==================== block 1
Block 1, pin placement:
Drawn at 4 px/um. Pins as bars across the die edge, other pins in grey.
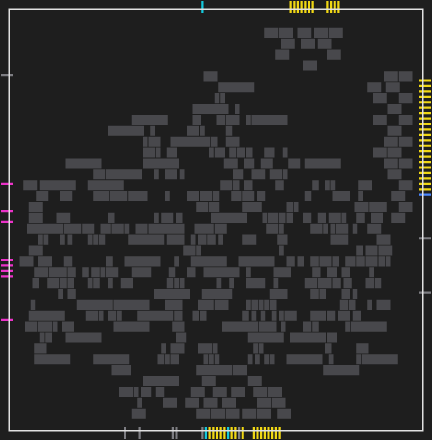

===== src/rtl/cstn_pkg.sv =====
`default_nettype none
// ============================================================================
//  Module      : cstn_pkg
//  Description : Shared encodings and word geometry for the CSTN pattern source.
//  Revision    : 1.0 - initial release
// ============================================================================
package cstn_pkg;

    localparam int PIX_BITS     = 3;
    localparam int PIX_PER_WORD = 16;
    localparam int WORD_BITS    = PIX_BITS * PIX_PER_WORD;

    localparam logic [2:0] MODE_SOLID = 3'd0;
    localparam logic [2:0] MODE_VBARS = 3'd1;
    localparam logic [2:0] MODE_HBARS = 3'd2;
    localparam logic [2:0] MODE_CHECK = 3'd3;
    localparam logic [2:0] MODE_CYCLE = 3'd4;

    typedef enum logic [1:0] {
        ST_IDLE = 2'd0,
        ST_FILL = 2'd1,
        ST_DONE = 2'd2
    } state_e;

    // Every pixel of a word carries the same colour.
    function automatic logic [WORD_BITS-1:0] rep_color(input logic [PIX_BITS-1:0] c);
        return {PIX_PER_WORD{c}};
    endfunction

endpackage
`default_nettype wire


===== src/rtl/cstn_pattern_src_if.sv =====
`default_nettype none
// ============================================================================
//  Module      : cstn_pattern_src_if
//  Description : Write side of the CSTN controller's 48-bit line FIFO.
//  Revision    : 1.0 - initial release
// ============================================================================
interface cstn_pattern_src_if;
    import cstn_pkg::*;

    logic                 fifo_full;
    logic                 fifo_wr_en;
    logic [WORD_BITS-1:0] fifo_wr_data;

    modport master (input fifo_full, output fifo_wr_en, output fifo_wr_data);
    modport slave  (output fifo_full, input fifo_wr_en, input fifo_wr_data);
endinterface
`default_nettype wire


===== src/rtl/cstn_req_sync.sv =====
`default_nettype none
// ============================================================================
//  Module      : cstn_req_sync
//  Description : Frame request rising-edge detector; with CSTN_SRC_FRAME_SYNC_EN
//                defined, frame_req first passes a 2-flop synchronizer.
//  Revision    : 1.0 - initial release
// ============================================================================
module cstn_req_sync (
    input  wire logic clk,
    input  wire logic rst,
    input  wire logic frame_req,
    output logic      req_pulse
);

    logic w_req_s;
    logic r_req_q;
    logic r_pulse;

`ifdef CSTN_SRC_FRAME_SYNC_EN
    logic [1:0] r_sync;

    always_ff @(posedge clk or posedge rst) begin
        if (rst) begin
            r_sync <= 2'b00;
        end else begin
            r_sync <= {r_sync[0], frame_req};
        end
    end

    assign w_req_s = r_sync[1];
`else
    assign w_req_s = frame_req;
`endif

    always_ff @(posedge clk or posedge rst) begin
        if (rst) begin
            r_req_q <= 1'b0;
            r_pulse <= 1'b0;
        end else begin
            r_req_q <= w_req_s;
            r_pulse <= w_req_s & ~r_req_q;
        end
    end

    assign req_pulse = r_pulse;

endmodule
`default_nettype wire


===== src/rtl/cstn_pattern_src.sv =====
`default_nettype none
// ============================================================================
//  Module      : cstn_pattern_src
//  Description : Test-pattern frame generator feeding the CSTN line FIFO.
//                Optional frame_req synchronizer: CSTN_SRC_FRAME_SYNC_EN.
//  Revision    : 1.0 - initial release
// ============================================================================
module cstn_pattern_src
    import cstn_pkg::*;
#(
    parameter int H_PIXELS     = 640,
    parameter int V_LINES      = 480,
    parameter int CYCLE_FRAMES = 256
) (
    input  wire logic                clk,
    input  wire logic                rst,
    input  wire logic [2:0]          mode,
    input  wire logic [2:0]          solid_color,
    input  wire logic                frame_req,
    cstn_pattern_src_if.master       fifo,
    output logic                     busy,
    output logic                     overrun,
    output logic [7:0]               frame_cnt
);

    localparam int c_h_words = H_PIXELS / PIX_PER_WORD;
    localparam int c_x_w     = $clog2(c_h_words);
    localparam int c_y_w     = $clog2(V_LINES);

    localparam logic [c_x_w-1:0] c_x_max   = c_x_w'(c_h_words - 1);
    localparam logic [c_y_w-1:0] c_y_max   = c_y_w'(V_LINES - 1);
    localparam logic [c_x_w-1:0] c_x_bar   = c_x_w'(c_h_words / 8);
    localparam logic [c_y_w-1:0] c_y_bar   = c_y_w'(V_LINES / 8);
    localparam logic [7:0]       c_cyc_msk = 8'(CYCLE_FRAMES - 1);

    state_e               r_state;
    state_e               w_state_nxt;
    logic [c_x_w-1:0]     r_x;
    logic [c_y_w-1:0]     r_y;
    logic [2:0]           r_mode;
    logic [2:0]           r_solid;
    logic [2:0]           r_cyc;
    logic [7:0]           r_frame_cnt;
    logic                 r_overrun;

    logic                 w_req_pulse;
    logic                 w_start;
    logic                 w_wr_en;
    logic                 w_last;
    logic                 w_x_last;
    logic                 w_y_last;
    logic                 w_y4;
    logic [c_x_w-1:0]     w_xdiv;
    logic [c_y_w-1:0]     w_ydiv;
    logic [7:0]           w_cnt_inc;
    logic [2:0]           w_color;
    logic [WORD_BITS-1:0] w_data;

    cstn_req_sync u_req_sync (
        .clk       (clk),
        .rst       (rst),
        .frame_req (frame_req),
        .req_pulse (w_req_pulse)
    );

    assign w_x_last  = (r_x == c_x_max);
    assign w_y_last  = (r_y == c_y_max);
    assign w_cnt_inc = r_frame_cnt + 8'd1;
    assign w_xdiv    = r_x / c_x_bar;
    assign w_ydiv    = r_y / c_y_bar;

    // Checkerboard squares are 16 lines tall; short frames never reach y[4].
    generate
        if (c_y_w > 4) begin : g_y4
            assign w_y4 = r_y[4];
        end else begin : g_y4_none
            assign w_y4 = 1'b0;
        end
    endgenerate

    always_ff @(posedge clk or posedge rst) begin
        if (rst) begin
            r_state <= ST_IDLE;
        end else begin
            r_state <= w_state_nxt;
        end
    end

    always_comb begin
        w_state_nxt = r_state;
        w_start     = 1'b0;
        w_wr_en     = 1'b0;
        w_last      = 1'b0;
        case (r_state)
            ST_IDLE: begin
                if (w_req_pulse) begin
                    w_start     = 1'b1;
                    w_state_nxt = ST_FILL;
                end
            end
            ST_FILL: begin
                w_wr_en = ~fifo.fifo_full;
                if (w_wr_en && w_x_last && w_y_last) begin
                    w_last      = 1'b1;
                    w_state_nxt = ST_DONE;
                end
            end
            ST_DONE: w_state_nxt = ST_IDLE;
            default: w_state_nxt = ST_IDLE;
        endcase
    end

    always_ff @(posedge clk or posedge rst) begin
        if (rst) begin
            r_x         <= '0;
            r_y         <= '0;
            r_mode      <= MODE_SOLID;
            r_solid     <= 3'd0;
            r_cyc       <= 3'd0;
            r_frame_cnt <= 8'd0;
            r_overrun   <= 1'b0;
        end else begin
            if (w_start) begin
                r_mode  <= mode;
                r_solid <= solid_color;
                r_x     <= '0;
                r_y     <= '0;
            end else if (w_wr_en) begin
                if (w_x_last) begin
                    r_x <= '0;
                    r_y <= w_y_last ? '0 : r_y + 1'b1;
                end else begin
                    r_x <= r_x + 1'b1;
                end
            end
            // The colour step lands on the frame that brings the count to a multiple of CYCLE_FRAMES.
            if (w_last) begin
                r_frame_cnt <= w_cnt_inc;
                if ((w_cnt_inc & c_cyc_msk) == 8'd0) begin
                    r_cyc <= r_cyc + 3'd1;
                end
            end
            if (w_req_pulse && (r_state != ST_IDLE)) begin
                r_overrun <= 1'b1;
            end
        end
    end

    always_comb begin
        w_color = 3'd0;
        case (r_mode)
            MODE_SOLID: w_color = r_solid;
            MODE_VBARS: w_color = 3'd7 - w_xdiv[2:0];
            MODE_HBARS: w_color = 3'd7 - w_ydiv[2:0];
            MODE_CHECK: w_color = (r_x[0] ^ w_y4) ? 3'b111 : 3'b000;
            MODE_CYCLE: w_color = r_cyc;
            default:    w_color = 3'd0;
        endcase
        w_data = (r_state == ST_FILL) ? rep_color(w_color) : '0;
    end

    assign fifo.fifo_wr_en   = w_wr_en;
    assign fifo.fifo_wr_data = w_data;
    assign busy              = (r_state == ST_FILL);
    assign overrun           = r_overrun;
    assign frame_cnt         = r_frame_cnt;

endmodule
`default_nettype wire

===== src/flat_wrapper.sv =====
// flat-port wrapper written by rule: the top's interface ports become plain ports
module cstn_pattern_src_flat import cstn_pkg::*;
#(
    parameter int H_PIXELS     = 640,
    parameter int V_LINES      = 480,
    parameter int CYCLE_FRAMES = 256
)
  (clk, rst, mode, solid_color, frame_req, busy, overrun, frame_cnt, fifo_fifo_full, fifo_fifo_wr_en, fifo_fifo_wr_data);
  cstn_pattern_src_if fifo_i ();
  input  wire logic clk;
  input  wire logic rst;
  input  wire logic [2:0] mode;
  input  wire logic [2:0] solid_color;
  input  wire logic frame_req;
  output logic busy;
  output logic overrun;
  output logic [7:0] frame_cnt;
  input wire logic [$bits(fifo_i.fifo_full)-1:0] fifo_fifo_full;
  output wire logic [$bits(fifo_i.fifo_wr_en)-1:0] fifo_fifo_wr_en;
  output wire logic [$bits(fifo_i.fifo_wr_data)-1:0] fifo_fifo_wr_data;
  assign fifo_i.fifo_full = fifo_fifo_full;
  assign fifo_fifo_wr_en = fifo_i.fifo_wr_en;
  assign fifo_fifo_wr_data = fifo_i.fifo_wr_data;
  cstn_pattern_src #(.H_PIXELS(H_PIXELS), .V_LINES(V_LINES), .CYCLE_FRAMES(CYCLE_FRAMES)) u_core (.clk(clk), .rst(rst), .mode(mode), .solid_color(solid_color), .frame_req(frame_req), .fifo(fifo_i), .busy(busy), .overrun(overrun), .frame_cnt(frame_cnt));
endmodule

===== config.mk =====
export PLATFORM = sky130hd
export DESIGN_NAME = cstn_pattern_src_flat
export DESIGN_NICKNAME = d
export VERILOG_FILES = /design/src/rtl/cstn_pkg.sv /design/src/rtl/cstn_pattern_src_if.sv /design/src/rtl/cstn_req_sync.sv /design/src/rtl/cstn_pattern_src.sv /design/src/flat_wrapper.sv
export SDC_FILE = /design/constraint.sdc
export NUM_CORES = 1
export LEC_CHECK = 0
export CORE_AREA = 2 2 101 103
export DETAILED_ROUTE_END_ITERATION = 8
export DIE_AREA = 0 0 103 105
export GPL_ROUTABILITY_DRIVEN = 0
export PLACE_DENSITY_LB_ADDON = 0.2
export SETUP_SLACK_MARGIN = 0.1
export SKIP_CTS_REPAIR_TIMING = 1
export SLEW_MARGIN = 20
export SYNTH_ARGS = -nofsm -noshare
export SYNTH_HDL_FRONTEND = slang
export SYNTH_HIERARCHICAL = 1
export SYNTH_SLANG_ARGS = --single-unit

===== constraint.sdc =====
create_clock -name clk -period 10.9 [get_ports clk]
set_input_delay 2.18 -clock clk [delete_from_list [all_inputs] [get_ports clk]]
set_output_delay 2.18 -clock clk [all_outputs]
set_load 0.1 [all_outputs]

==================== block 2
## src/rtl/nonce_result_scanner.sv

```systemverilog
// nonce_result_scanner
// Scans word H0 of each per-nonce hash record left in shared memory by the
// miner. It keeps the smallest value (ties keep the earlier nonce), compares
// it against a 32-bit difficulty target, and writes a 3-word result record
// {found, best_nonce, best_hash} starting at result_addr.
//
// Optional build macro: SCAN_EARLY_EXIT_EN. When it is defined, the scan stops
// at the first nonce whose H0 < target.
//
// Ports:
//   clk, reset                  clock; asynchronous active-high reset
//   start, hash_addr,           start a scan; the address and target inputs
//   result_addr, target         are latched when start is accepted in IDLE
//   done                        one-cycle pulse once the record is written
//   found, best_nonce,          result of the last scan, held until the
//   best_hash                   next scan finishes
//   mem_clk, mem_we, mem_addr,  single-port memory master (registered)
//   mem_write_data,
//   mem_read_data               read data, valid the cycle after mem_addr
module nonce_result_scanner #(
   parameter int NUM_NONCES     = 16,
   parameter int WORDS_PER_HASH = 8
) (
   input  logic        clk,
   input  logic        reset,
   input  logic        start,
   input  logic [15:0] hash_addr,
   input  logic [15:0] result_addr,
   input  logic [31:0] target,
   output logic        done,
   output logic        found,
   output logic [15:0] best_nonce,
   output logic [31:0] best_hash,
   output logic        mem_clk,
   output logic        mem_we,
   output logic [15:0] mem_addr,
   output logic [31:0] mem_write_data,
   input  logic [31:0] mem_read_data
);

   localparam logic [15:0] LAST   = 16'(NUM_NONCES - 1);
   localparam logic [15:0] STRIDE = 16'(WORDS_PER_HASH);

   typedef enum logic [2:0] {IDLE, READ, WAIT, CAPT, WR0, WR1, WR2, DONE} state_t;

   state_t      state, state_nxt;
   logic [15:0] idx, min_idx, rd_addr, res_addr;
   logic [31:0] min_val, tgt;
   logic        lower, last, early;
   logic [31:0] min_nxt;
   logic [15:0] min_idx_nxt;

   assign mem_clk = clk;

   // Strict compare, so equal values keep the earlier nonce.
   assign lower       = mem_read_data < min_val;
   assign min_nxt     = lower ? mem_read_data : min_val;
   assign min_idx_nxt = lower ? idx : min_idx;
   assign last        = (idx == LAST);

`ifdef SCAN_EARLY_EXIT_EN
   // The first hit is necessarily the running minimum, because every earlier
   // value was >= target.
   assign early = mem_read_data < tgt;
`else
   assign early = 1'b0;
`endif

   always_ff @(posedge clk or posedge reset) begin
      if (reset) state <= IDLE;
      else       state <= state_nxt;
   end

   always_comb begin
      state_nxt = state;
      case (state)
         IDLE:    if (start) state_nxt = READ;
         READ:    state_nxt = WAIT;
         WAIT:    state_nxt = CAPT;
         CAPT:    state_nxt = (last || early) ? WR0 : READ;
         WR0:     state_nxt = WR1;
         WR1:     state_nxt = WR2;
         WR2:     state_nxt = DONE;
         DONE:    state_nxt = IDLE;
         default: state_nxt = IDLE;
      endcase
   end

   // Memory-side outputs are registered. Each one therefore shows the action
   // of the state before: the address set in READ is on the bus during WAIT,
   // and its data arrives during CAPT.
   always_ff @(posedge clk or posedge reset) begin
      if (reset) begin
         done           <= 1'b0;
         found          <= 1'b0;
         best_nonce     <= '0;
         best_hash      <= '0;
         mem_we         <= 1'b0;
         mem_addr       <= '0;
         mem_write_data <= '0;
         idx            <= '0;
         min_idx        <= '0;
         min_val        <= '1;
         rd_addr        <= '0;
         res_addr       <= '0;
         tgt            <= '0;
      end else begin
         done <= 1'b0;
         case (state)
            IDLE: if (start) begin
               tgt      <= target;
               res_addr <= result_addr;
               rd_addr  <= hash_addr;
               idx      <= '0;
               min_val  <= '1;
               min_idx  <= '0;
            end
            READ: begin
               mem_we   <= 1'b0;
               mem_addr <= rd_addr;
            end
            CAPT: begin
               min_val <= min_nxt;
               min_idx <= min_idx_nxt;
               if (last || early) begin
                  found      <= min_nxt < tgt;
                  best_nonce <= min_idx_nxt;
                  best_hash  <= min_nxt;
               end else begin
                  idx     <= idx + 16'd1;
                  rd_addr <= rd_addr + STRIDE;   // 16-bit wrap intended
               end
            end
            WR0: begin
               mem_we         <= 1'b1;
               mem_addr       <= res_addr;
               mem_write_data <= {31'b0, found};
            end
            WR1: begin
               mem_addr       <= res_addr + 16'd1;
               mem_write_data <= {16'b0, best_nonce};
            end
            WR2: begin
               mem_addr       <= res_addr + 16'd2;
               mem_write_data <= best_hash;
            end
            DONE: begin
               mem_we <= 1'b0;
               done   <= 1'b1;
            end
            default: ;
         endcase
      end
   end

endmodule

```

## config.mk

```make
export PLATFORM = sky130hd
export DESIGN_NAME = nonce_result_scanner
export DESIGN_NICKNAME = d
export VERILOG_FILES = /design/src/rtl/nonce_result_scanner.sv
export SDC_FILE = /design/constraint.sdc
export NUM_CORES = 1
export LEC_CHECK = 0
export CAP_MARGIN = 20
export CORE_ASPECT_RATIO = 2
export CORE_MARGIN = 5
export CORE_UTILIZATION = 45
export CTS_CLUSTER_DIAMETER = 200
export CTS_CLUSTER_SIZE = 10
export DETAILED_ROUTE_END_ITERATION = 7
export PLACE_DENSITY_LB_ADDON = 0.2
export REMOVE_ABC_BUFFERS = 1
export SLEW_MARGIN = 20
export SYNTH_ARGS = -nofsm -noshare
export SYNTH_HDL_FRONTEND = slang
export SYNTH_SLANG_ARGS = --single-unit
```

## constraint.sdc

```tcl
create_clock -name clk -period 9.55 [get_ports clk]
set_input_delay 1.91 -clock clk [delete_from_list [all_inputs] [get_ports clk]]
set_output_delay 1.91 -clock clk [all_outputs]
set_load 0.01 [all_outputs]
```

==================== block 3
`config.mk`:
```
export PLATFORM = sky130hd
export DESIGN_NAME = matrix_dot_stream
export DESIGN_NICKNAME = d
export VERILOG_FILES = /design/src/rtl/matrix_dot_stream.sv
export SDC_FILE = /design/constraint.sdc
export NUM_CORES = 1
export LEC_CHECK = 0
export CAP_MARGIN = 20
export CORE_ASPECT_RATIO = 2
export CORE_UTILIZATION = 30
export DETAILED_ROUTE_END_ITERATION = 12
export DONT_BUFFER_PORTS = 1
export HOLD_SLACK_MARGIN = 0.03
export PLACE_DENSITY = 0.46
export SYNTH_ARGS = -nofsm -noshare
export SYNTH_HDL_FRONTEND = slang
export SYNTH_SLANG_ARGS = --single-unit
```
`constraint.sdc`:
```
create_clock -name clk -period 6.62 [get_ports clk]
set_input_delay 1.986 -clock clk [delete_from_list [all_inputs] [get_ports clk]]
set_output_delay 1.986 -clock clk [all_outputs]
set_load 0.05 [all_outputs]
```
`src/rtl/matrix_dot_stream.sv`:
```
// matrix_dot_stream
//   Streaming unsigned dot-product engine. Each accepted beat carries LANES
//   operand pairs; their products are summed through a three-stage pipeline
//   (S1 products, S2 adder-tree sum, S3 accumulate). The accumulator collects
//   every beat up to and including the one marked in_last. The finished
//   result is then held until the consumer takes it.
//
//   Build option: define MATRIX_DOT_SAT_EN to make the accumulator saturate
//   at 2^ACC_W-1 on overflow. When it is undefined, the accumulator wraps
//   modulo 2^ACC_W. out_ovf is set on overflow in both builds.
//
//   Ports
//     clk        rising-edge clock
//     reset      synchronous, active-high reset
//     in_a       LANES*DW vector operand, lane i at [i*DW +: DW]
//     in_b       LANES*DW matrix-row operand, same packing
//     in_valid   beat present on in_a/in_b/in_last
//     in_last    final beat of the current dot product
//     in_ready   beat accepted when in_valid & in_ready
//     out_sum    completed dot-product result
//     out_beats  beats accumulated, saturating at 255
//     out_ovf    sticky accumulate overflow for this result
//     out_valid  result held on out_sum/out_beats/out_ovf
//     out_ready  consumer accepts the held result
//
//   state | meaning
//   IDLE  | empty, accumulator/count/ovf zero, accepting beats
//   ACCUM | partial dot product in progress, accepting beats
//   DRAIN | last beat accepted, 3 cycles for the pipeline to empty
//   HOLD  | result valid and frozen until out_ready
module matrix_dot_stream #(
   parameter int LANES = 4,
   parameter int DW    = 8,
   parameter int ACC_W = 20
) (
   input  logic               clk,
   input  logic               reset,
   input  logic [LANES*DW-1:0] in_a,
   input  logic [LANES*DW-1:0] in_b,
   input  logic               in_valid,
   input  logic               in_last,
   output logic               in_ready,
   output logic [ACC_W-1:0]   out_sum,
   output logic [7:0]         out_beats,
   output logic               out_ovf,
   output logic               out_valid,
   input  logic               out_ready
);

   localparam int PW = 2 * DW;
   localparam int SW = PW + $clog2(LANES);

   typedef enum logic [1:0] {IDLE, ACCUM, DRAIN, HOLD} state_t;

   state_t            state, state_nxt;
   logic [1:0]        drain_cnt;
   logic              accept;
   logic              release_res;
   logic [PW-1:0]     mult [LANES];
   logic [PW-1:0]     prod [LANES];
   logic              v1, v2;
   logic [SW-1:0]     tree_sum;
   logic [SW-1:0]     s2;
   logic [ACC_W-1:0]  acc;
   logic [ACC_W:0]    acc_ext;
   logic [7:0]        beats;
   logic              ovf;

   assign in_ready    = (state == IDLE) || (state == ACCUM);
   assign out_valid   = (state == HOLD);
   assign accept      = in_valid & in_ready;
   assign release_res = (state == HOLD) & out_ready;

   assign out_sum   = acc;
   assign out_beats = beats;
   assign out_ovf   = ovf;

   always_comb begin
      for (int i = 0; i < LANES; i++) begin
         mult[i] = {{DW{1'b0}}, in_a[i*DW +: DW]} * {{DW{1'b0}}, in_b[i*DW +: DW]};
      end
   end

   always_comb begin
      tree_sum = '0;
      for (int i = 0; i < LANES; i++) begin
         tree_sum = tree_sum + {{(SW-PW){1'b0}}, prod[i]};
      end
   end

   // Carry out of the ACC_W-bit add lands in the top bit.
   assign acc_ext = {1'b0, acc} + {{(ACC_W+1-SW){1'b0}}, s2};

   always_ff @(posedge clk) begin
      if (reset) begin
         for (int i = 0; i < LANES; i++) prod[i] <= '0;
         v1 <= 1'b0;
         v2 <= 1'b0;
         s2 <= '0;
      end else begin
         if (accept) begin
            for (int i = 0; i < LANES; i++) prod[i] <= mult[i];
         end
         v1 <= accept;
         v2 <= v1;
         s2 <= tree_sum;
      end
   end

   always_ff @(posedge clk) begin
      if (reset || release_res) begin
         acc   <= '0;
         ovf   <= 1'b0;
         beats <= '0;
      end else begin
         if (v2) begin
            if (acc_ext[ACC_W]) begin
               ovf <= 1'b1;
`ifdef MATRIX_DOT_SAT_EN
               acc <= '1;
`else
               acc <= acc_ext[ACC_W-1:0];
`endif
            end else begin
               acc <= acc_ext[ACC_W-1:0];
            end
         end
         if (accept && beats != 8'hFF) beats <= beats + 8'd1;
      end
   end

   always_ff @(posedge clk) begin
      if (reset) state <= IDLE;
      else       state <= state_nxt;
   end

   // Down-counter: loaded on DRAIN entry, HOLD follows its terminal count,
   // which puts the accumulate of the last beat one edge ahead of HOLD.
   always_ff @(posedge clk) begin
      if (reset)                                   drain_cnt <= '0;
      else if (state != DRAIN && state_nxt == DRAIN) drain_cnt <= 2'd2;
      else if (state == DRAIN && drain_cnt != 2'd0) drain_cnt <= drain_cnt - 2'd1;
   end

   always_comb begin
      state_nxt = state;
      case (state)
         IDLE, ACCUM: begin
            if (accept) state_nxt = in_last ? DRAIN : ACCUM;
         end
         DRAIN: begin
            if (drain_cnt == 2'd0) state_nxt = HOLD;
         end
         HOLD: begin
            if (out_ready) state_nxt = IDLE;
         end
         default: state_nxt = IDLE;
      endcase
   end

endmodule

```
Block 2, routing congestion map:
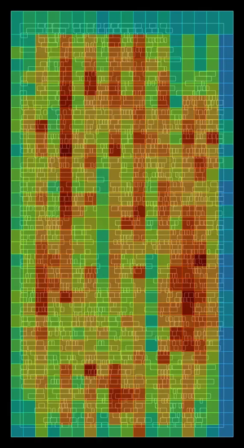
met2 Usage GRT: 45.1%
Layout Utilization: 57.4%
met3 Use GR: 3.99%
wire per inst: 19.7 um
gr usage total: 23.4%

==> results.toml, block 2 <==
# yosys + openroad results
[status]
status = "complete, no violations"

[power]
p_comb_share_pct = 40.6
power_leakage_nw = 6.65

[worst_setup_path]
critPathMaxStageDelay_ps = 470
setup.worst_path.start = "clk"
cpMaxStageDelayCell = "clkdlybuf4s50_1"

[yosys]
yosysChipArea_um2 = 12000
yosys_warnings = 0
yosysTopAreaCellShare_pct = 41.3
muxShareOfSynthArea_pct = 7.80
synth_cells = 1284

[sta]
worst_pin_slew_ps = 1070

[floorplan]
die_w_um = 125

[placed_design]
numPortBuffers = 198

[finish]
final_area_um2 = 15100
lay_top_count = "nand2_1"

[hold_path]
holdPathEnd = "rd_addr[1]"

[global_route]
grt_pass1_vias = 10500
## block 2: layout make-up
cell class / count / area [um^2]
sequential: 230 / 5800
multi-input combinational: 906 / 5640
antenna: 1 / 2.50
timing repair buffer: 214 / 2100
inverter: 74 / 285
fill: 2402 / 11200
tap: 344 / 430
clock buffer: 51 / 836
## block 2: cells by family after synthesis
| family | count (synthesis) |
|---|---|
| buf+inv | 148 |
| xor+xnor | 13 |
| simple gates | 419 |
| compound gates | 323 |
| flops | 230 |
| fa+ha+maj | 66 |
| mux | 85 |
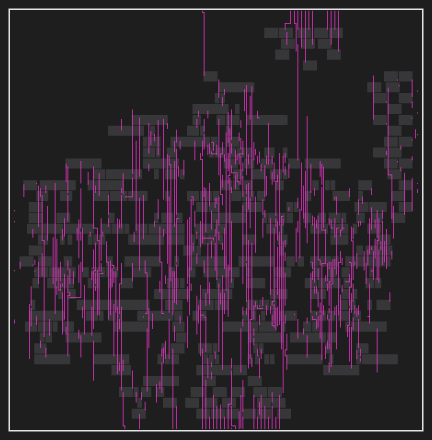
Block 1: metal 2
Drawn at 4 px/um.
wire length on this layer = 3,210 um
longest straight run = 39.4 um
share of all routed wire = 48%
main direction = vertical
routed via count: 2,259
met2 Usage GRT: 20.4%
drt total wl: 6690 um

About 'pin placement' of block 1:
frame_cnt -> magenta  # pins 8, direction output, edge left
solid_color -> cyan  # pins 3, direction input, edge 2 bottom, 1 top
fifo_fifo_wr_data -> yellow  # pins 48, direction output, edge 21 right, 16 bottom, 11 top
busy -> blue  # pins 1, direction output, edge right
all pins by edge = 24 right, 24 bottom, 12 top, 9 left

==> results.toml, block 1 <==
# yosys + openroad results
[clock_tree]
htree_levels = 2
cts_tree = "built"
clk_latency_ps = 290

[global_route]
busiest_layer = "met2"

[sta]
min_period_ps = 6690

[worst_setup_path]
worst-path-stages = 4
cp_data_required_time_ps = 8720

[hold_path]
min_path_type = "reg -> reg"
min_from = "u_core/u_req_sync/r_req_q"

[status]
status = "complete, no violations"

[job]
drv_cap = 0

[power]
clock_net_power_w = 0.0000934
power_w = 0.000386

[yosys]
common_cells = "buf_4 (45), nand2_1 (38), dfrtp_1 (37)"
synth_cell_type_count = 58
yosysTopAreaCellShare_pct = 32.8
synthSimpleGateAreaFrac_pct = 24.2
==> block 1: area by class of cell <==
| cell class | count | area [um^2] | share of cell area (%) |
|---|---|---|---|
| Sequential cell | 37 | 926 | 27.5 |
| Clock inverter | 1 | 8.76 | 0.260 |
| Tap cell | 133 | 166 | 4.95 |
| Multi-Input combinational cell | 217 | 1440 | 42.7 |
| Clock buffer | 6 | 72.6 | 2.16 |
| Inverter | 16 | 60.1 | 1.79 |
| Timing Repair Buffer | 70 | 696 | 20.7 |
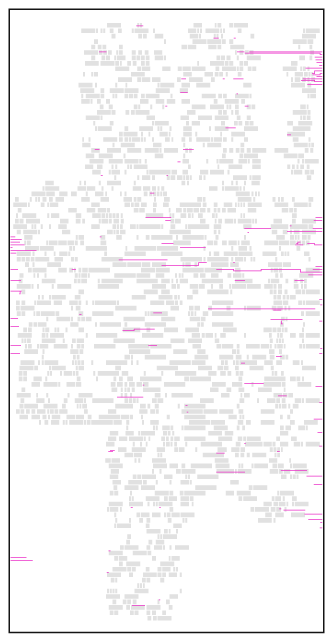
Block 3: the metal 3 layer
Drawn at 2 px/um.
nets with wire on the layer = 85
longest straight run = 53.4 um
drt total wl: 34,900 um
routed via count: 9,977
met3 Use GR: 1.64%

==> results.toml, block 3 <==
# yosys + openroad results
[status]
status = "complete, no violations"

[worst_setup_path]
rr_endpoint = "s2[17]"
critPathMostFrequentCell = "fa_1"
worst-path-stages = 16

[floorplan]
fp_util_pct = 30.6

[finish]
inv_count = 230
sh_seq_area_pct = 19.1
logic_area_um2 = 10400
drive_gt1_share_pct = 3.37
final_area_um2 = 15600

[yosys]
adder_share_pct = 40.6

[sta]
fmax_ghz = 0.170

[power]
clkPwrFrac_pct = 18.3
power_w = 0.00496

[placed_design]
hpwl_um = 30300
gp_congestion = 0.861

[routing]
routed_via_density = 4.66

[hold_path]
min_path_type = "reg -> reg"

[global_route]
grtUsageTotal_pct = 15.3
grt_pass1_wl_um = 56600

[clock_tree]
clock_sinks = 117
## block 3: flip-flops by register name, summed over array words and instances (netlist names)
register / count
drain_cnt: 2
out_beats: 8
out_ovf: 1
out_sum: 20
prod: 64
s2: 18
state: 2
v1: 1
v2: 1
## block 3: metal layers
layer | vias up | global-route usage, % | routed length [um]
met5 | - | 0 | 0
met4 | 0 | 8.11 | 1580
met3 | 55 | 1.64 | 714
met2 | 145 | 31.8 | 21100
met1 | 4877 | 13.7 | 11600
li1 | 4900 | - | -


==> screenshots <==
Wire density map.
image #1
Drawn at 2 px/um. 13 x 24 tiles, from dark blue (low) to red (high), scaled to the fullest tile. Values are wire area over tile area, all layers added.
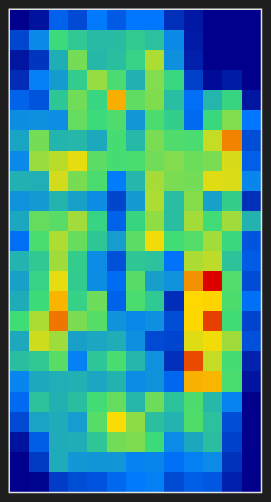
image #2
Drawn at 4 px/um. 21 x 21 tiles, from dark blue (low) to red (high), scaled to the fullest tile. Values are wire area over tile area, all layers added.
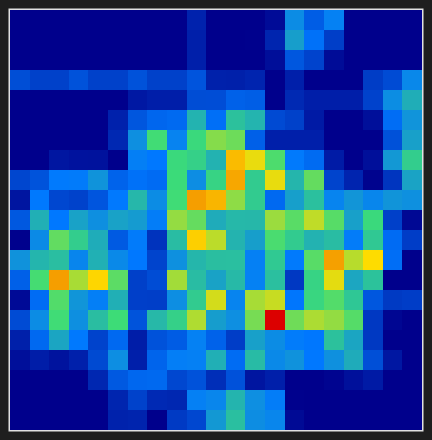
image #3
Drawn at 1.5 px/um. 16 x 31 tiles, from dark blue (low) to red (high), scaled to the fullest tile. Values are wire area over tile area, all layers added.
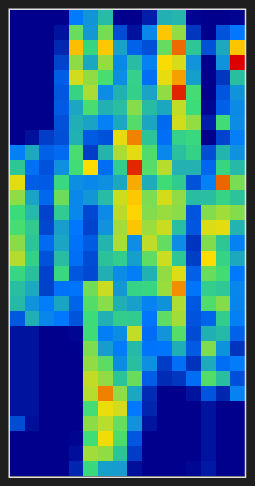
Of these, smallest die: image #2
Of these, largest die: image #3
block 2 -> image #1
block 1 -> image #2
block 3 -> image #3

